==================== block 1
--- src/rtl/clause_register_file_if.sv ---
// clause_register_file_if
//   Bus bundle for clause_register_file: write/maintenance controls, scan
//   start, and the streamed clause output.
//
//   Handshake: the scan side presents a clause by raising out_valid together
//   with out_clause_coefficients/out_clause_index. The clause is transferred
//   on a rising edge where out_valid && in_ready. While out_valid is high and
//   in_ready is low, data and index are held stable. out_valid never drops
//   without a transfer, except through reset.
//
//   Modports:
//     master : consumer/controller side (drives in_*, observes out_*)
//     slave  : clause_register_file side
//   Optional macro: CLAUSE_REG_PARITY_EN adds out_parity_error.
interface clause_register_file_if #(
  parameter int BIT_WIDTH = 8,
  parameter int NUM_VARS  = 4,
  parameter int DEPTH     = 16,
  parameter int AW        = $clog2(DEPTH)
) ();
  logic                          in_write_enable;
  logic [AW-1:0]                 in_write_address;
  logic [BIT_WIDTH*NUM_VARS-1:0] in_clause_coefficients;
  logic                          in_invalidate;
  logic                          in_clear_all;
  logic                          in_start_scan;
  logic                          in_ready;
  logic                          out_valid;
  logic [BIT_WIDTH*NUM_VARS-1:0] out_clause_coefficients;
  logic [AW-1:0]                 out_clause_index;
  logic                          out_scan_busy;
  logic                          out_scan_done;
  logic [AW:0]                   out_valid_count;
  logic [1:0]                    dbg_state;
`ifdef CLAUSE_REG_PARITY_EN
  logic                          out_parity_error;
`endif

  modport master (
`ifdef CLAUSE_REG_PARITY_EN
    input  out_parity_error,
`endif
    output in_write_enable, in_write_address, in_clause_coefficients,
           in_invalidate, in_clear_all, in_start_scan, in_ready,
    input  out_valid, out_clause_coefficients, out_clause_index,
           out_scan_busy, out_scan_done, out_valid_count, dbg_state
  );

  modport slave (
`ifdef CLAUSE_REG_PARITY_EN
    output out_parity_error,
`endif
    input  in_write_enable, in_write_address, in_clause_coefficients,
           in_invalidate, in_clear_all, in_start_scan, in_ready,
    output out_valid, out_clause_coefficients, out_clause_index,
           out_scan_busy, out_scan_done, out_valid_count, dbg_state
  );
endinterface

--- src/rtl/clause_register_file.sv ---
// clause_register_file
//   Stores up to DEPTH clauses (NUM_VARS signed BIT_WIDTH-bit coefficients
//   each) with a per-entry valid bit, and streams the valid clauses out in
//   index order through a one-deep output slot when a scan is started.
//
//   Ports:
//     in_clk      : clock, rising edge
//     in_reset_n  : asynchronous active-low reset
//     bus (slave) : write/invalidate/clear controls, scan start, in_ready,
//                   out_valid/out_clause_coefficients/out_clause_index,
//                   out_scan_busy, out_scan_done, out_valid_count,
//                   dbg_state (FSM state for observation)
//   Optional macro: CLAUSE_REG_PARITY_EN stores an even-parity bit per entry
//   and reports out_parity_error alongside out_valid.
module clause_register_file #(
  parameter int BIT_WIDTH = 8,
  parameter int NUM_VARS  = 4,
  parameter int DEPTH     = 16,
  parameter int AW        = $clog2(DEPTH)
) (
  input logic                   in_clk,
  input logic                   in_reset_n,
  clause_register_file_if.slave bus
);
  localparam int          CW      = BIT_WIDTH * NUM_VARS;
  localparam logic [AW:0] PTR_END = (AW+1)'(DEPTH);
  localparam logic [AW:0] PTR_ONE = (AW+1)'(1);

  typedef enum logic [1:0] {S_IDLE = 2'd0, S_SCAN = 2'd1, S_DONE = 2'd2} state_t;

  logic [CW-1:0]    mem [DEPTH];
  logic [DEPTH-1:0] valid_q;
  logic [DEPTH-1:0] valid_d;
  logic [AW:0]      count_d;
  logic [AW:0]      count_q;
  state_t           state;
  logic [AW:0]      ptr;       // one extra bit so "past the last entry" is representable
  logic [AW-1:0]    ptr_idx;
  logic             out_valid_q;
  logic [CW-1:0]    out_data_q;
  logic [AW-1:0]    out_idx_q;
  logic             done_q;
  logic             slot_free;

  assign ptr_idx   = ptr[AW-1:0];
  assign slot_free = !out_valid_q || bus.in_ready;

  // Next valid vector: clear_all dominates, then write (sets valid even when
  // invalidate targets the same entry), then invalidate.
  always_comb begin
    valid_d = valid_q;
    if (bus.in_clear_all) begin
      valid_d = '0;
    end else if (bus.in_write_enable) begin
      valid_d[bus.in_write_address] = 1'b1;
    end else if (bus.in_invalidate) begin
      valid_d[bus.in_write_address] = 1'b0;
    end
  end

  always_comb begin
    count_d = '0;
    for (int i = 0; i < DEPTH; i++) begin
      count_d = count_d + (AW+1)'(valid_d[i]);
    end
  end

  // Clause storage carries no reset; only the valid bits qualify it.
  always_ff @(posedge in_clk) begin
    if (bus.in_write_enable) begin
      mem[bus.in_write_address] <= bus.in_clause_coefficients;
    end
  end

`ifdef CLAUSE_REG_PARITY_EN
  logic par_mem [DEPTH];
  logic par_err_q;

  always_ff @(posedge in_clk) begin
    if (bus.in_write_enable) begin
      par_mem[bus.in_write_address] <= ^bus.in_clause_coefficients;
    end
  end

  always_ff @(posedge in_clk or negedge in_reset_n) begin
    if (!in_reset_n) begin
      par_err_q <= 1'b0;
    end else if (state == S_SCAN && slot_free) begin
      if (ptr != PTR_END && valid_q[ptr_idx]) begin
        par_err_q <= (^mem[ptr_idx]) ^ par_mem[ptr_idx];
      end else begin
        par_err_q <= 1'b0;
      end
    end
  end

  assign bus.out_parity_error = par_err_q;
`endif

  always_ff @(posedge in_clk or negedge in_reset_n) begin
    if (!in_reset_n) begin
      state       <= S_IDLE;
      ptr         <= '0;
      valid_q     <= '0;
      count_q     <= '0;
      out_valid_q <= 1'b0;
      out_data_q  <= '0;
      out_idx_q   <= '0;
      done_q      <= 1'b0;
    end else begin
      valid_q <= valid_d;
      count_q <= count_d;
      done_q  <= 1'b0;
      case (state)
        S_IDLE: begin
          if (bus.in_start_scan) begin
            state <= S_SCAN;
            ptr   <= '0;
          end
        end
        S_SCAN: begin
          // Nothing moves while the presented clause is back-pressured.
          if (slot_free) begin
            if (ptr == PTR_END) begin
              out_valid_q <= 1'b0;
              done_q      <= 1'b1;
              state       <= S_DONE;
            end else begin
              // The clause is sampled here; later writes to this entry do
              // not disturb the presented copy.
              if (valid_q[ptr_idx]) begin
                out_valid_q <= 1'b1;
                out_data_q  <= mem[ptr_idx];
                out_idx_q   <= ptr_idx;
              end else begin
                out_valid_q <= 1'b0;
              end
              ptr <= ptr + PTR_ONE;
            end
          end
        end
        S_DONE: begin
          state <= S_IDLE;
        end
        default: begin
          state <= S_IDLE;
        end
      endcase
    end
  end

  assign bus.out_valid               = out_valid_q;
  assign bus.out_clause_coefficients = out_data_q;
  assign bus.out_clause_index        = out_idx_q;
  assign bus.out_scan_busy           = (state != S_IDLE);
  assign bus.out_scan_done           = done_q;
  assign bus.out_valid_count         = count_q;
  assign bus.dbg_state               = state;
endmodule

--- src/flat_wrapper.sv ---
// flat-port wrapper written by rule: the top's interface ports become plain ports
module clause_register_file_flat 
#(
  parameter int BIT_WIDTH = 8,
  parameter int NUM_VARS  = 4,
  parameter int DEPTH     = 16,
  parameter int AW        = $clog2(DEPTH)
)
  (in_clk, in_reset_n, bus_in_write_enable, bus_in_write_address, bus_in_clause_coefficients, bus_in_invalidate, bus_in_clear_all, bus_in_start_scan, bus_in_ready, bus_out_valid, bus_out_clause_coefficients, bus_out_clause_index, bus_out_scan_busy, bus_out_scan_done, bus_out_valid_count, bus_dbg_state);
  clause_register_file_if #(.BIT_WIDTH(BIT_WIDTH), .NUM_VARS(NUM_VARS), .DEPTH(DEPTH), .AW(AW)) bus_i ();
  input logic in_clk;
  input logic in_reset_n;
  input wire logic [$bits(bus_i.in_write_enable)-1:0] bus_in_write_enable;
  input wire logic [$bits(bus_i.in_write_address)-1:0] bus_in_write_address;
  input wire logic [$bits(bus_i.in_clause_coefficients)-1:0] bus_in_clause_coefficients;
  input wire logic [$bits(bus_i.in_invalidate)-1:0] bus_in_invalidate;
  input wire logic [$bits(bus_i.in_clear_all)-1:0] bus_in_clear_all;
  input wire logic [$bits(bus_i.in_start_scan)-1:0] bus_in_start_scan;
  input wire logic [$bits(bus_i.in_ready)-1:0] bus_in_ready;
  output wire logic [$bits(bus_i.out_valid)-1:0] bus_out_valid;
  output wire logic [$bits(bus_i.out_clause_coefficients)-1:0] bus_out_clause_coefficients;
  output wire logic [$bits(bus_i.out_clause_index)-1:0] bus_out_clause_index;
  output wire logic [$bits(bus_i.out_scan_busy)-1:0] bus_out_scan_busy;
  output wire logic [$bits(bus_i.out_scan_done)-1:0] bus_out_scan_done;
  output wire logic [$bits(bus_i.out_valid_count)-1:0] bus_out_valid_count;
  output wire logic [$bits(bus_i.dbg_state)-1:0] bus_dbg_state;
  assign bus_i.in_write_enable = bus_in_write_enable;
  assign bus_i.in_write_address = bus_in_write_address;
  assign bus_i.in_clause_coefficients = bus_in_clause_coefficients;
  assign bus_i.in_invalidate = bus_in_invalidate;
  assign bus_i.in_clear_all = bus_in_clear_all;
  assign bus_i.in_start_scan = bus_in_start_scan;
  assign bus_i.in_ready = bus_in_ready;
  assign bus_out_valid = bus_i.out_valid;
  assign bus_out_clause_coefficients = bus_i.out_clause_coefficients;
  assign bus_out_clause_index = bus_i.out_clause_index;
  assign bus_out_scan_busy = bus_i.out_scan_busy;
  assign bus_out_scan_done = bus_i.out_scan_done;
  assign bus_out_valid_count = bus_i.out_valid_count;
  assign bus_dbg_state = bus_i.dbg_state;
  clause_register_file #(.BIT_WIDTH(BIT_WIDTH), .NUM_VARS(NUM_VARS), .DEPTH(DEPTH), .AW(AW)) u_core (.in_clk(in_clk), .in_reset_n(in_reset_n), .bus(bus_i));
endmodule
--- config.mk ---
export PLATFORM = sky130hd
export DESIGN_NAME = clause_register_file_flat
export DESIGN_NICKNAME = d
export VERILOG_FILES = /design/src/rtl/clause_register_file_if.sv /design/src/rtl/clause_register_file.sv /design/src/flat_wrapper.sv
export SDC_FILE = /design/constraint.sdc
export NUM_CORES = 1
export LEC_CHECK = 0
export ABC_CLOCK_PERIOD_IN_PS = 3700
export CORE_AREA = 8 8 226 228
export DETAILED_ROUTE_END_ITERATION = 10
export DIE_AREA = 0 0 234 236
export PLACE_DENSITY = 0.75
export SKIP_LAST_GASP = 1
export SLEW_MARGIN = 40
export SYNTH_ARGS = -nofsm -noshare
export SYNTH_HDL_FRONTEND = slang
export SYNTH_SLANG_ARGS = --single-unit
export TNS_END_PERCENT = 1
--- constraint.sdc ---
create_clock -name in_clk -period 3.7 [get_ports in_clk]
set_clock_uncertainty 0.15 [all_clocks]
set_input_delay 0.37 -clock in_clk [delete_from_list [all_inputs] [get_ports in_clk]]
set_output_delay 0.37 -clock in_clk [all_outputs]
set_load 0.02 [all_outputs]
==================== block 2
<file path="src/rtl/knn_label_vote_pkg.sv">
// knn_pkg: types and defaults shared by the neighbour-vote datapath.
//   dist_t / label_t  - default-width distance and label as produced by the sorter
//   vote_state_e      - control states of the vote block
//   CNT_W, cnt_width  - width of counters that must hold values 0..K without wrapping
package knn_pkg;

  localparam int K_DEF           = 5;
  localparam int NUM_CLASSES_DEF = 4;
  localparam int LABEL_W_DEF     = 2;
  localparam int DIST_W_DEF      = 16;

  localparam int CNT_W = $clog2(K_DEF + 1);

  typedef logic [DIST_W_DEF-1:0]  dist_t;
  typedef logic [LABEL_W_DEF-1:0] label_t;

  typedef enum logic [1:0] {
    ACCUM,
    DRAIN,
    VOTE,
    OUT
  } vote_state_e;

  function automatic int cnt_width(input int k);
    return $clog2(k + 1);
  endfunction

endpackage

</file>
<file path="src/rtl/knn_label_vote_if.sv">
// knn_label_vote_if: neighbour input stream plus classification result stream.
//   in_valid/in_ready/in_dist/in_label/in_last  - ascending (distance, label) stream
//   out_valid/out_ready/out_label/out_count     - one result per query
//   out_short/out_sort_err/out_label_err        - per-query status flags
// master = stream producer / result consumer, slave = vote block.
interface knn_label_vote_if
  import knn_pkg::*;
#(
  parameter int DIST_W  = DIST_W_DEF,
  parameter int LABEL_W = LABEL_W_DEF,
  parameter int CNT_W   = knn_pkg::CNT_W
);

  logic               in_valid;
  logic               in_ready;
  logic [DIST_W-1:0]  in_dist;
  logic [LABEL_W-1:0] in_label;
  logic               in_last;

  logic               out_valid;
  logic               out_ready;
  logic [LABEL_W-1:0] out_label;
  logic [CNT_W-1:0]   out_count;
  logic               out_short;
  logic               out_sort_err;
  logic               out_label_err;

  modport master (
    output in_valid, in_dist, in_label, in_last, out_ready,
    input  in_ready, out_valid, out_label, out_count,
           out_short, out_sort_err, out_label_err
  );

  modport slave (
    input  in_valid, in_dist, in_label, in_last, out_ready,
    output in_ready, out_valid, out_label, out_count,
           out_short, out_sort_err, out_label_err
  );

endinterface

</file>
<file path="src/rtl/knn_label_vote_histogram.sv">
// label_histogram: per-class vote counts and rank of each class's nearest member.
//   clk, rst          - clock, synchronous active-high reset
//   clear             - zero all counts (end of query)
//   inc, inc_label    - add one vote for inc_label (caller guarantees it is in range)
//   inc_rank          - rank of the voting element, captured on a class's first vote
//   rd_class          - class to read; rd_count / rd_first_rank are its entries
module label_histogram
  import knn_pkg::*;
#(
  parameter int NUM_CLASSES = NUM_CLASSES_DEF,
  parameter int LABEL_W     = LABEL_W_DEF,
  parameter int CW          = CNT_W
) (
  input  logic               clk,
  input  logic               rst,
  input  logic               clear,
  input  logic               inc,
  input  logic [LABEL_W-1:0] inc_label,
  input  logic [CW-1:0]      inc_rank,
  input  logic [LABEL_W-1:0] rd_class,
  output logic [CW-1:0]      rd_count,
  output logic [CW-1:0]      rd_first_rank
);

  logic [CW-1:0] count_q [NUM_CLASSES];
  logic [CW-1:0] first_q [NUM_CLASSES];

  // NOTE: this is a handful of flops, not a RAM, so it is reset like any other
  // state; a stale count from an aborted query would otherwise corrupt the vote.
  // NOTE: non-blocking assignments so every flop samples pre-edge values.
  always_ff @(posedge clk) begin
    if (rst || clear) begin
      for (int c = 0; c < NUM_CLASSES; c++) begin
        count_q[c] <= '0;
        first_q[c] <= '0;
      end
    end else if (inc) begin
      for (int c = 0; c < NUM_CLASSES; c++) begin
        if (inc_label == LABEL_W'(c)) begin
          count_q[c] <= count_q[c] + CW'(1);
          if (count_q[c] == '0) first_q[c] <= inc_rank;
        end
      end
    end
  end

  // NOTE: defaults first so the read mux can never infer a latch.
  always_comb begin
    rd_count      = '0;
    rd_first_rank = '0;
    for (int c = 0; c < NUM_CLASSES; c++) begin
      if (rd_class == LABEL_W'(c)) begin
        rd_count      = count_q[c];
        rd_first_rank = first_q[c];
      end
    end
  end

endmodule

</file>
<file path="src/rtl/knn_label_vote.sv">
// knn_label_vote: keeps the K nearest (distance, label) entries of a sorted stream
// and majority-votes their labels, ties going to the class with the nearest member.
//   clk, rst  - clock, synchronous active-high reset
//   bus       - knn_label_vote_if slave: neighbour stream in, result stream out
module knn_label_vote
  import knn_pkg::*;
#(
  parameter int K           = K_DEF,
  parameter int NUM_CLASSES = NUM_CLASSES_DEF,
  parameter int LABEL_W     = LABEL_W_DEF,
  parameter int DIST_W      = DIST_W_DEF
) (
  input logic             clk,
  input logic             rst,
  knn_label_vote_if.slave bus
);

  localparam int CW = cnt_width(K);

  vote_state_e        state_q, state_d;
  logic [CW-1:0]      rank_q;
  logic [DIST_W-1:0]  prev_dist_q;
  logic               sort_err_q, label_err_q, short_q;
  logic [LABEL_W-1:0] scan_q;
  logic [LABEL_W-1:0] best_label_q;
  logic [CW-1:0]      best_count_q, best_rank_q;
  logic [LABEL_W-1:0] out_label_q;
  logic [CW-1:0]      out_count_q;
  logic               out_short_q, out_sort_err_q, out_label_err_q;

  logic               in_ready, accept, in_range, hist_inc, hist_clear;
  logic               last_class, take;
  logic [CW-1:0]      rd_count, rd_first_rank;
  logic [LABEL_W-1:0] cand_label;
  logic [CW-1:0]      cand_count, cand_rank;

  // Extra bit so NUM_CLASSES == 2**LABEL_W does not wrap to zero.
  assign in_range   = {1'b0, bus.in_label} < (LABEL_W + 1)'(NUM_CLASSES);
  assign accept     = bus.in_valid && in_ready;
  assign hist_inc   = (state_q == ACCUM) && accept && in_range;
  assign hist_clear = (state_q == OUT) && bus.out_ready;
  assign last_class = (scan_q == LABEL_W'(NUM_CLASSES - 1));

  label_histogram #(
    .NUM_CLASSES (NUM_CLASSES),
    .LABEL_W     (LABEL_W),
    .CW          (CW)
  ) u_hist (
    .clk           (clk),
    .rst           (rst),
    .clear         (hist_clear),
    .inc           (hist_inc),
    .inc_label     (bus.in_label),
    .inc_rank      (rank_q),
    .rd_class      (scan_q),
    .rd_count      (rd_count),
    .rd_first_rank (rd_first_rank)
  );

  // A class with zero votes never wins, so an all-invalid query reports class 0.
  assign take = (rd_count > best_count_q) ||
                ((rd_count == best_count_q) && (rd_count != '0) &&
                 (rd_first_rank < best_rank_q));
  assign cand_label = take ? scan_q        : best_label_q;
  assign cand_count = take ? rd_count      : best_count_q;
  assign cand_rank  = take ? rd_first_rank : best_rank_q;

  always_ff @(posedge clk) begin
    if (rst) state_q <= ACCUM;
    else     state_q <= state_d;
  end

  always_comb begin
    state_d  = state_q;
    in_ready = 1'b0;
    unique case (state_q)
      ACCUM: begin
        in_ready = 1'b1;
        if (bus.in_valid) begin
          if (bus.in_last)                state_d = VOTE;
          else if (rank_q == CW'(K - 1))  state_d = DRAIN;
        end
      end
      DRAIN: begin
        in_ready = 1'b1;
        if (bus.in_valid && bus.in_last) state_d = VOTE;
      end
      VOTE: if (last_class)    state_d = OUT;
      OUT:  if (bus.out_ready) state_d = ACCUM;
    endcase
  end

  always_ff @(posedge clk) begin
    if (rst) begin
      rank_q          <= '0;
      prev_dist_q     <= '0;
      sort_err_q      <= 1'b0;
      label_err_q     <= 1'b0;
      short_q         <= 1'b0;
      scan_q          <= '0;
      best_label_q    <= '0;
      best_count_q    <= '0;
      best_rank_q     <= CW'(K);
      out_label_q     <= '0;
      out_count_q     <= '0;
      out_short_q     <= 1'b0;
      out_sort_err_q  <= 1'b0;
      out_label_err_q <= 1'b0;
    end else begin
      unique case (state_q)
        ACCUM, DRAIN: begin
          // Vote scan starts fresh; rank K beats no real rank in the tie-break.
          scan_q       <= '0;
          best_label_q <= '0;
          best_count_q <= '0;
          best_rank_q  <= CW'(K);
          if (state_q == ACCUM && accept) begin
            rank_q      <= rank_q + CW'(1);
            prev_dist_q <= bus.in_dist;
            if (!in_range) label_err_q <= 1'b1;
            if (rank_q != '0 && bus.in_dist < prev_dist_q) sort_err_q <= 1'b1;
            if (bus.in_last && (rank_q + CW'(1)) < CW'(K)) short_q <= 1'b1;
          end
        end
        VOTE: begin
          scan_q       <= scan_q + LABEL_W'(1);
          best_label_q <= cand_label;
          best_count_q <= cand_count;
          best_rank_q  <= cand_rank;
          if (last_class) begin
            out_label_q     <= cand_label;
            out_count_q     <= cand_count;
            out_short_q     <= short_q;
            out_sort_err_q  <= sort_err_q;
            out_label_err_q <= label_err_q;
          end
        end
        OUT: begin
          if (bus.out_ready) begin
            rank_q      <= '0;
            sort_err_q  <= 1'b0;
            label_err_q <= 1'b0;
            short_q     <= 1'b0;
          end
        end
      endcase
    end
  end

  assign bus.in_ready      = in_ready;
  assign bus.out_valid     = (state_q == OUT);
  assign bus.out_label     = out_label_q;
  assign bus.out_count     = out_count_q;
  assign bus.out_short     = out_short_q;
  assign bus.out_sort_err  = out_sort_err_q;
  assign bus.out_label_err = out_label_err_q;

endmodule

</file>
<file path="src/flat_wrapper.sv">
// flat-port wrapper written by rule: the top's interface ports become plain ports
module knn_label_vote_flat import knn_pkg::*;
#(
  parameter int K           = K_DEF,
  parameter int NUM_CLASSES = NUM_CLASSES_DEF,
  parameter int LABEL_W     = LABEL_W_DEF,
  parameter int DIST_W      = DIST_W_DEF
)
  (clk, rst, bus_in_valid, bus_in_dist, bus_in_label, bus_in_last, bus_out_ready, bus_in_ready, bus_out_valid, bus_out_label, bus_out_count, bus_out_short, bus_out_sort_err, bus_out_label_err);
  knn_label_vote_if #(.DIST_W(DIST_W), .LABEL_W(LABEL_W), .CNT_W(($clog2(K + 1)))) bus_i ();
  input logic clk;
  input logic rst;
  input wire logic [$bits(bus_i.in_valid)-1:0] bus_in_valid;
  input wire logic [$bits(bus_i.in_dist)-1:0] bus_in_dist;
  input wire logic [$bits(bus_i.in_label)-1:0] bus_in_label;
  input wire logic [$bits(bus_i.in_last)-1:0] bus_in_last;
  input wire logic [$bits(bus_i.out_ready)-1:0] bus_out_ready;
  output wire logic [$bits(bus_i.in_ready)-1:0] bus_in_ready;
  output wire logic [$bits(bus_i.out_valid)-1:0] bus_out_valid;
  output wire logic [$bits(bus_i.out_label)-1:0] bus_out_label;
  output wire logic [$bits(bus_i.out_count)-1:0] bus_out_count;
  output wire logic [$bits(bus_i.out_short)-1:0] bus_out_short;
  output wire logic [$bits(bus_i.out_sort_err)-1:0] bus_out_sort_err;
  output wire logic [$bits(bus_i.out_label_err)-1:0] bus_out_label_err;
  assign bus_i.in_valid = bus_in_valid;
  assign bus_i.in_dist = bus_in_dist;
  assign bus_i.in_label = bus_in_label;
  assign bus_i.in_last = bus_in_last;
  assign bus_i.out_ready = bus_out_ready;
  assign bus_in_ready = bus_i.in_ready;
  assign bus_out_valid = bus_i.out_valid;
  assign bus_out_label = bus_i.out_label;
  assign bus_out_count = bus_i.out_count;
  assign bus_out_short = bus_i.out_short;
  assign bus_out_sort_err = bus_i.out_sort_err;
  assign bus_out_label_err = bus_i.out_label_err;
  knn_label_vote #(.K(K), .NUM_CLASSES(NUM_CLASSES), .LABEL_W(LABEL_W), .DIST_W(DIST_W)) u_core (.clk(clk), .rst(rst), .bus(bus_i));
endmodule
</file>
<file path="config.mk">
export PLATFORM = sky130hd
export DESIGN_NAME = knn_label_vote_flat
export DESIGN_NICKNAME = d
export VERILOG_FILES = /design/src/rtl/knn_label_vote_pkg.sv /design/src/rtl/knn_label_vote_if.sv /design/src/rtl/knn_label_vote_histogram.sv /design/src/rtl/knn_label_vote.sv /design/src/flat_wrapper.sv
export SDC_FILE = /design/constraint.sdc
export NUM_CORES = 1
export LEC_CHECK = 0
export CAP_MARGIN = 10
export CORE_MARGIN = 2
export CORE_UTILIZATION = 42
export CTS_CLUSTER_DIAMETER = 50
export DETAILED_ROUTE_END_ITERATION = 10
export PLACE_DENSITY = 0.61
export SYNTH_ARGS = -nofsm -noshare
export SYNTH_HDL_FRONTEND = slang
export SYNTH_HIERARCHICAL = 1
export SYNTH_SLANG_ARGS = --single-unit
</file>
<file path="constraint.sdc">
create_clock -name clk -period 3 [get_ports clk]
set_input_delay 0.6 -clock clk [delete_from_list [all_inputs] [get_ports clk]]
set_output_delay 0.6 -clock clk [all_outputs]
set_load 0.02 [all_outputs]
</file>
==================== block 3
**src/rtl/counter_sched.sv**
```systemverilog
// Round-robin scheduler that lends one external up-counter to NREQ timed-interval requesters.
// Optional RUN-state watchdog is compiled in with the macro COUNTER_SCHED_WDOG_EN.
module counter_sched #(
  parameter int NREQ       = 4,
  parameter int WIDTH      = 4,
  parameter int WDOG_LIMIT = 17
) (
  input  logic                  clk,
  input  logic                  reset,
  input  logic [NREQ-1:0]       req,
  input  logic [NREQ*WIDTH-1:0] len,
  output logic [NREQ-1:0]       grant,
  output logic [NREQ-1:0]       done,
  output logic                  busy,
  output logic                  cnt_clr,
  output logic                  cnt_en,
  input  logic [WIDTH-1:0]      cnt_value,
  output logic                  err
);
  localparam int IW = (NREQ > 1) ? $clog2(NREQ) : 1;

  if (NREQ < 2 || NREQ > 8 || WDOG_LIMIT < 1 || WDOG_LIMIT >= 2 ** (WIDTH + 1)) begin : g_param_check
    $error("counter_sched: NREQ must be 2..8 and WDOG_LIMIT must fit in WIDTH+1 bits");
  end

  typedef enum logic [1:0] {S_IDLE, S_GRANT, S_RUN, S_DONE} state_e;

  state_e           state_q, state_d;
  logic [IW-1:0]    idx_q, idx_d;
  logic [IW-1:0]    rr_ptr_q, rr_ptr_d;
  logic [WIDTH-1:0] target_q, target_d;
  logic [WIDTH-1:0] len_arr [NREQ];
  logic [IW-1:0]    pick, cand;
  logic             pick_vld;

`ifdef COUNTER_SCHED_WDOG_EN
  localparam logic [WIDTH:0] WDOG_LAST = (WIDTH + 1)'(WDOG_LIMIT - 1);
  logic [WIDTH:0] wdog_q, wdog_d;
  logic           err_q, err_d;
`endif

  always_comb begin
    for (int i = 0; i < NREQ; i++) len_arr[i] = len[i*WIDTH +: WIDTH];
  end

  // Scan downward so the nearest requester after rr_ptr_q is the last (winning) assignment.
  always_comb begin
    pick     = '0;
    pick_vld = 1'b0;
    cand     = '0;
    for (int k = NREQ; k >= 1; k--) begin
      cand = IW'((int'(rr_ptr_q) + k) % NREQ);
      if (req[cand]) begin
        pick     = cand;
        pick_vld = 1'b1;
      end
    end
  end

  always_comb begin
    // NOTE: every next-state value and output is defaulted first so no path can infer a latch.
    state_d  = state_q;
    idx_d    = idx_q;
    rr_ptr_d = rr_ptr_q;
    target_d = target_q;
    grant    = '0;
    done     = '0;
    busy     = (state_q != S_IDLE);
    cnt_clr  = 1'b0;
    cnt_en   = 1'b0;
`ifdef COUNTER_SCHED_WDOG_EN
    wdog_d   = wdog_q;
    err_d    = 1'b0;
`endif
    unique case (state_q)
      S_IDLE: begin
        if (pick_vld) begin
          state_d  = S_GRANT;
          idx_d    = pick;
          target_d = len_arr[pick];
`ifdef COUNTER_SCHED_WDOG_EN
          wdog_d   = '0;
`endif
        end
      end
      S_GRANT: begin
        grant[idx_q] = 1'b1;
        cnt_clr      = 1'b1;
        if (!req[idx_q]) begin
          state_d  = S_IDLE;
          rr_ptr_d = idx_q;
        end else begin
          state_d  = S_RUN;
        end
      end
      S_RUN: begin
        grant[idx_q] = 1'b1;
        // Enable stops the counter exactly on target, so it never overshoots.
        cnt_en       = (cnt_value != target_q);
`ifdef COUNTER_SCHED_WDOG_EN
        wdog_d       = wdog_q + 1'b1;
`endif
        if (!req[idx_q]) begin
          state_d  = S_IDLE;
          rr_ptr_d = idx_q;
        end else if (cnt_value == target_q) begin
          state_d  = S_DONE;
`ifdef COUNTER_SCHED_WDOG_EN
        end else if (wdog_q == WDOG_LAST) begin
          state_d  = S_IDLE;
          rr_ptr_d = idx_q;
          err_d    = 1'b1;
`endif
        end
      end
      S_DONE: begin
        done[idx_q] = 1'b1;
        rr_ptr_d    = idx_q;
        state_d     = S_IDLE;
      end
      default: state_d = S_IDLE;
    endcase
  end

  // NOTE: state flops use non-blocking assignments so every register samples pre-edge values.
  always_ff @(posedge clk or negedge reset) begin
    if (!reset) begin
      state_q  <= S_IDLE;
      idx_q    <= '0;
      rr_ptr_q <= IW'(NREQ - 1);
      target_q <= '0;
    end else begin
      state_q  <= state_d;
      idx_q    <= idx_d;
      rr_ptr_q <= rr_ptr_d;
      target_q <= target_d;
    end
  end

`ifdef COUNTER_SCHED_WDOG_EN
  always_ff @(posedge clk or negedge reset) begin
    if (!reset) begin
      wdog_q <= '0;
      err_q  <= 1'b0;
    end else begin
      wdog_q <= wdog_d;
      err_q  <= err_d;
    end
  end

  assign err = err_q;
`else
  assign err = 1'b0;
`endif

endmodule

```
**config.mk**
```make
export PLATFORM = sky130hd
export DESIGN_NAME = counter_sched
export DESIGN_NICKNAME = d
export VERILOG_FILES = /design/src/rtl/counter_sched.sv
export SDC_FILE = /design/constraint.sdc
export NUM_CORES = 1
export LEC_CHECK = 0
export CAP_MARGIN = 0
export CELL_PAD_IN_SITES_DETAIL_PLACEMENT = 1
export CELL_PAD_IN_SITES_GLOBAL_PLACEMENT = 1
export CORE_UTILIZATION = 33
export DETAILED_ROUTE_END_ITERATION = 16
export PLACE_DENSITY = 0.84
export SYNTH_ARGS = -nofsm -noshare
export SYNTH_HDL_FRONTEND = slang
export SYNTH_SLANG_ARGS = --single-unit
```
**constraint.sdc**
```tcl
create_clock -name clk -period 3.4 [get_ports clk]
set_input_delay 0.68 -clock clk [delete_from_list [all_inputs] [get_ports clk]]
set_output_delay 0.68 -clock clk [all_outputs]
set_load 0.02 [all_outputs]
```
Figure 1. Register map, names as in the netlist (block 2).
Other sequential cells in the stronger grey, the rest of the logic in the fainter grey.
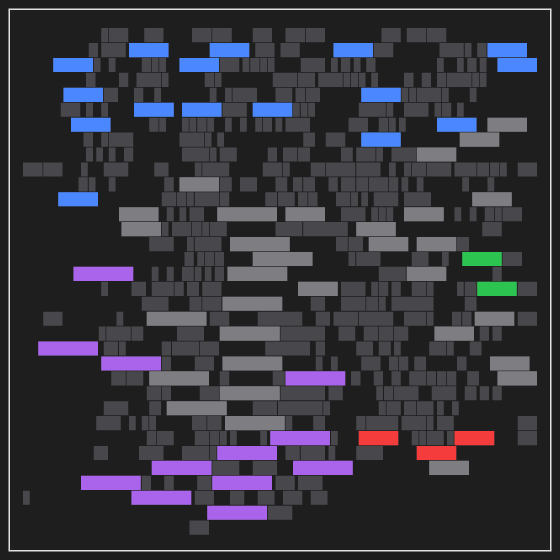
[green] `u_core/bus.out_label` | sequential cells: 2
[red] `u_core/best_count_q` | sequential cells: 3
[blue] `u_core/prev_dist_q` | sequential cells: 16
[purple] `u_core/u_hist/count_q` | sequential cells: 12
Seq area share: 0.351
Storage cell area: 1520 sq um
total sequential power: 1120 uW
final core occ: 0.499

==> job_summary.md, block 2 <==
### Metrics collected by this job

| Metric | Value |
|---|---|
| Status | finished, final reports clean |
| Synthesized Nets | 459 |
| Initial antenna violation count | 0 |
| Max-cap viol count | 0 |
| Latency at later pin | 0.34 ns |
| 1st-pass router iterations | 4 |
| Worst slew margin | 0.629 |
| Data arrival, critical path | 3.02 ns |
| Fin crit share | 0.926 |
| Yosys xor share | 0.0117 |
| Area grow syn2layout | 15.7% |
| DRT Wirelength | 7930 um |
| Pint | 1850 uW |
| Via count | 2855 |
| RR Startpoint | u_core/scan_q[0]$_SDFFE_PP0P_ |
| Top cell family by delay on the critical path | AND-OR/OR-AND gates |
block 2: metal layers:
metal	wire, um	share of wire
met1	3880	0.49
met3	264	0.033
met2	3680	0.46
met4	102	0.013
met5	0	0
block 2: flip-flops by register name, summed over array words and instances, names as in the netlist:
register / cells
u_core/best_count_q: 3
u_core/best_label_q: 2
u_core/best_rank_q: 3
u_core/bus.out_count: 3
u_core/bus.out_label: 2
u_core/bus.out_short: 1
u_core/bus.out_sort_err: 1
u_core/prev_dist_q: 16
u_core/rank_q: 3
u_core/scan_q: 2
u_core/short_q: 1
u_core/sort_err_q: 1
u_core/state_q: 2
u_core/u_hist/count_q: 12
u_core/u_hist/first_q: 12
block 2: cells by family (layout without fill, tap and decap cells):
group,after synthesis,count (layout)
buffers and inverters,56,92
multiplexers,10,10
adder cells (fa/ha/maj),36,36
XOR/XNOR,5,5
AND/OR/NAND/NOR,147,147
flip-flops,64,64
AND-OR/OR-AND,81,81
other,1,1
block 2: area by class of cell:
class	count	area, sq um
multi-input cells	280	1990
clock buffers	14	173
flip-flops and latches	64	1520
fillers	825	4350
repair buffers	37	355
well taps	108	135
clock inverters	2	12.5
inverters	39	146
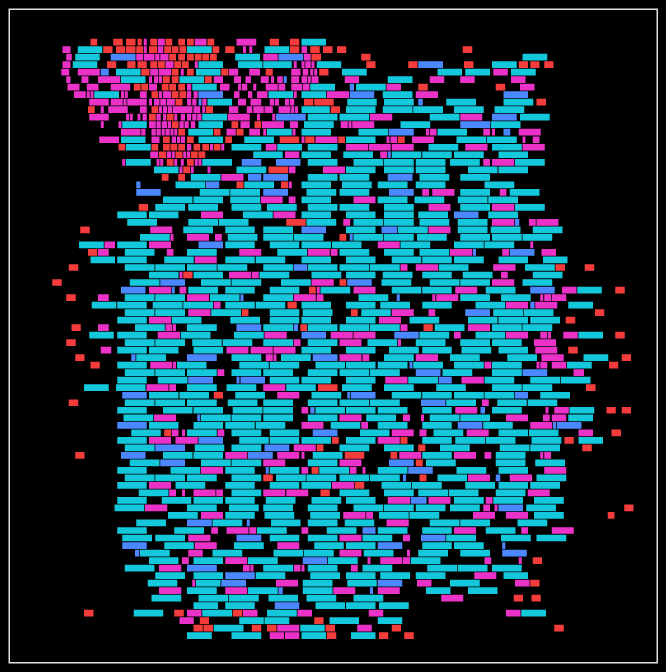
Figure 2: block 1, placed cells, one colour a class.
[red] other buffers and delay cells | cells: 182
[magenta] combinational and other logic | cells: 432
[cyan] flops | cells: 578
[blue] clock drivers and dummy loads | cells: 103
fin area: 26500 sq um
Seq area share: 0.642
Rows: 80

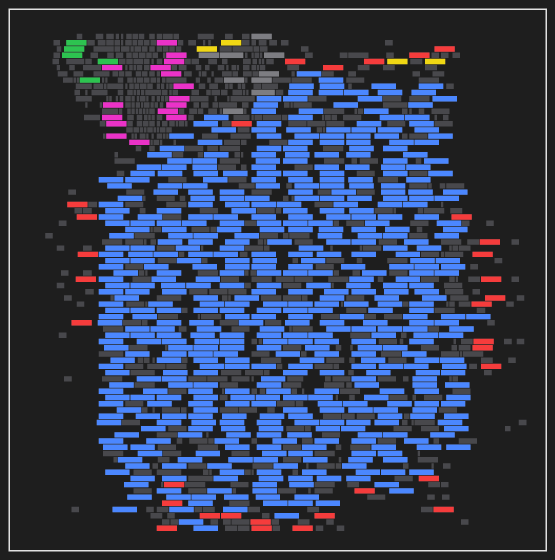
Figure 3: block 1, register map, names as in the netlist.
Other sequential cells in the stronger grey, the rest of the logic in the fainter grey.
[magenta] `u_core.valid_q` | sequential cells: 16
[red] `u_core.bus.out_clause_coefficients` | sequential cells: 32 | where: spread over the die
[green] `u_core.bus.out_valid_count` | sequential cells: 5 | where: north-west
[blue] `u_core.mem` | sequential cells: 512
[yellow] `u_core.bus.out_clause_index` | sequential cells: 4
not coloured: 9
total sequential power: 7740 uW
final core occ: 0.561
Storage cell area: 17000 sq um

==> job_summary.md, block 1 <==
### Metrics collected by this job

| Metric | Value |
|---|---|
| Top cell family by delay on the critical path | adder cells |
| Starting Density | 0.475 |
| CP Max Fanout | 2 |
| DRT iter0 DRCs | 1020 |
| Final count of negative-setup-slack endpoints | 37 |
| Crit path kind | reg -> reg |
| Gr busiest metal | met2 |
| Hold Crit Endpoint | u_core.valid_q[0]$_DFF_PN0_ |
| WL per Instance | 25.3 um |
| Uppermost layer routed | met5 |
| Routability Congestion | 0.897 |
| Placed Instances | 1786 |
| Clock slew seen by the registers of the worst setup and hold paths | 0.06 ns |
| Ao+oa area frac | 0.0320 |
| TritonCTS clock tree | done |
| Worst slew margin | 0.448 |
| Mux frac, synth | 0.155 |
| Hold WS | 0.157 ns |
| Post-CTS Setup Bufs | 20 |
| Commonest flop | edfxtp_1 |
| Power Density | 716 nW/um^2 |
| Vias in the first global route | 11800 |
| Die Size | 55200 sq um |
| # DRC | 0 |
| Status | complete, but fails checks |
| Latency at later pin | 0.59 ns |
| Violations in the final reports | setup timing |
| Worst Setup Slack, final | -0.521 ns |
| CP most frequent cell | fa_1 |
| Most instantiated cells after synthesis | 512 x edfxtp_1, 129 x mux4_2, 66 x dfrtp_1 |
| Yosys xor share | 0.00195 |
| Post-Synth Adder-Cell Area | 0.0128 |
| Startpoint Class | flip-flop |
| Fin crit share | 1.14 |
| Max Freq | 237 MHz |
| Crit path depth | 13 |
| Chip Height | 236 um |
| Syn Inst Count | 1061 |
| Net Switching | 5340 uW |
## block 1: how the worst max path moves through the flow
stage,slack (ns),start,endpoint
after floorplan,-0.72,bus_in_write_address[0],u_core.bus.out_valid_count[2]$_DFF_PN0_
final,-0.52,u_core.valid_q[1]$_DFF_PN0_,u_core.bus.out_valid_count[4]$_DFF_PN0_
after global routing,-0.69,u_core.valid_q[1]$_DFF_PN0_,u_core.bus.out_valid_count[4]$_DFF_PN0_
after global placement,-1.33,bus_in_write_address[0],u_core.bus.out_valid_count[2]$_DFF_PN0_
after detailed placement,-1.41,bus_in_write_address[0],u_core.bus.out_valid_count[2]$_DFF_PN0_
after CTS,-0.45,u_core.valid_q[1]$_DFF_PN0_,u_core.bus.out_valid_count[4]$_DFF_PN0_
## block 1: cell type report
| type | instances | area (sq um) |
|---|---|---|
| clock buffers | 71 | 1500 |
| inverters | 34 | 128 |
| diodes | 1 | 2.50 |
| repair buffers | 182 | 1650 |
| fillers | 3362 | 20800 |
| clock inverters | 32 | 369 |
| multi-input cells | 398 | 5090 |
| flip-flops and latches | 578 | 17000 |
| well taps | 615 | 769 |
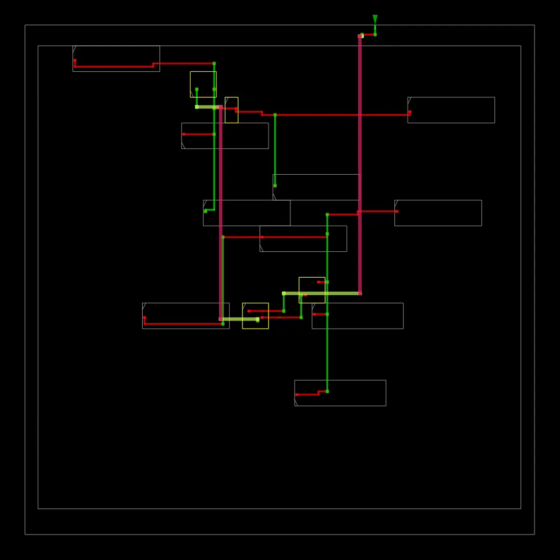
Figure 4: block 3, clock wiring as the flow saved it.
Latency at later pin: 0.28 ns
CTS Buf Count: 3

==> job_summary.md, block 3 <==
### Metrics collected by this job

| Metric | Value |
|---|---|
| Biggest consumer | combinational cells |
| Status | finished, final reports clean |
| Commonest Layout Cell | clkdlybuf4s50_1 |
| Pint | 500 uW |
| CP peak stage delay | 0.56 ns |
| FF-to-FF End | target_q[0]$_DFFE_PN0P_ |
| Commonest flop | dfrtp_1 |
| Post-CTS Setup Bufs | 0 |
| Async SR Flop Fraction | 1.00 |
| Hold depth | 2 |
| Root Buffer | clkbuf_4 |
| First-pass GRT wire length | 3970 um |
| Final count of negative-setup-slack endpoints | 0 |
| Clock slew seen by the registers of the worst setup and hold paths | 0.08 ns |
| Data arrival, critical path | 2.26 ns |
| RR Startpoint | state_q[1]$_DFFE_PN0P_ |
| Total power | 917 uW |
| DRT Wirelength | 2530 um |
| Yosys stat area | 888 sq um |
| Distinct cells, synth | 37 |
-- block 3: registers in the layout, indices dropped and copies added (netlist names) --
signal and cells:
rr_ptr_q 2, target_q 4, state_q 2, idx_q 2
-- block 3: logic make-up after synthesis --
logic type / Yosys count / synth area share
buf+inv: 7 / 0.0380
mux: 7 / 0.0958
simple gates: 34 / 0.249
fa+ha+maj: 4 / 0.0563
xor+xnor: 4 / 0.0394
other cells: 1 / 0.00422
flops: 10 / 0.285
compound gates: 27 / 0.232
-- block 3: layout make-up --
| type | instances | area [sq um] |
|---|---|---|
| Fill cell | 297 | 1210 |
| Multi-Input combinational cell | 77 | 602 |
| Timing Repair Buffer | 36 | 360 |
| Sequential cell | 10 | 253 |
| Tap cell | 30 | 37.5 |
| Clock buffer | 4 | 26.3 |
| Inverter | 3 | 11.3 |
-- block 3: worst min-delay path: stages (launching register included) --
cell	delay (ns)
dfrtp_1	0.37
nand2_1	0.08
o211ai_2	0.07
-- block 3: per-layer routing --
layer | GRT usage | share of wire
met5 | 0 | 0
met1 | 0.214 | 0.40
met3 | 0.0339 | 0.038
met2 | 0.370 | 0.54
met4 | 0.0789 | 0.019


==> screenshots <==
Selected gate families.
shot_01.png
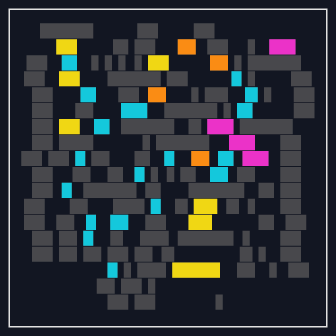
shot_02.png
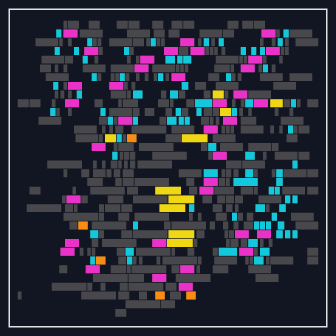
shot_03.png
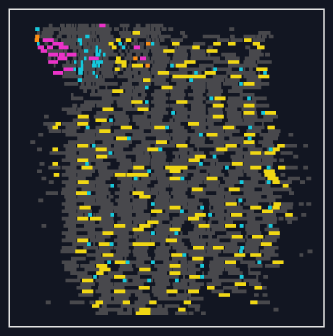
shot_03.png: block 1
shot_02.png: block 2
shot_01.png: block 3
- most cells: shot_03.png
- fewest cells: shot_01.png


==> layout pictures side by side <==
Clock network drawn from the DEF.
image #1
Bar = 50 um.
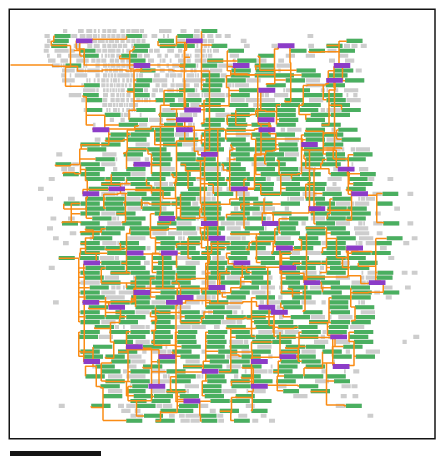
image #2
Bar = 20 um.
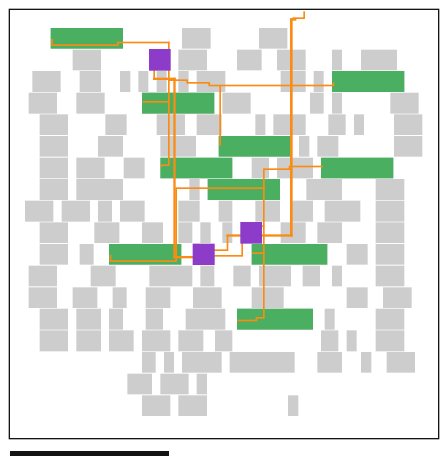
image #3
Bar = 20 um.
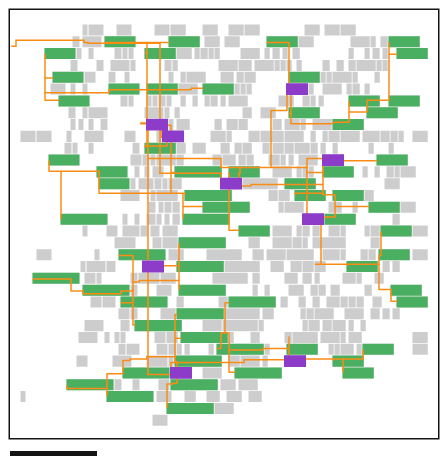
| from | picture |
|---|---|
| block 1 | image #1 |
| block 3 | image #2 |
| block 2 | image #3 |
- smallest die: image #2
- largest die: image #1

Power and IR drop assume default switching activity.
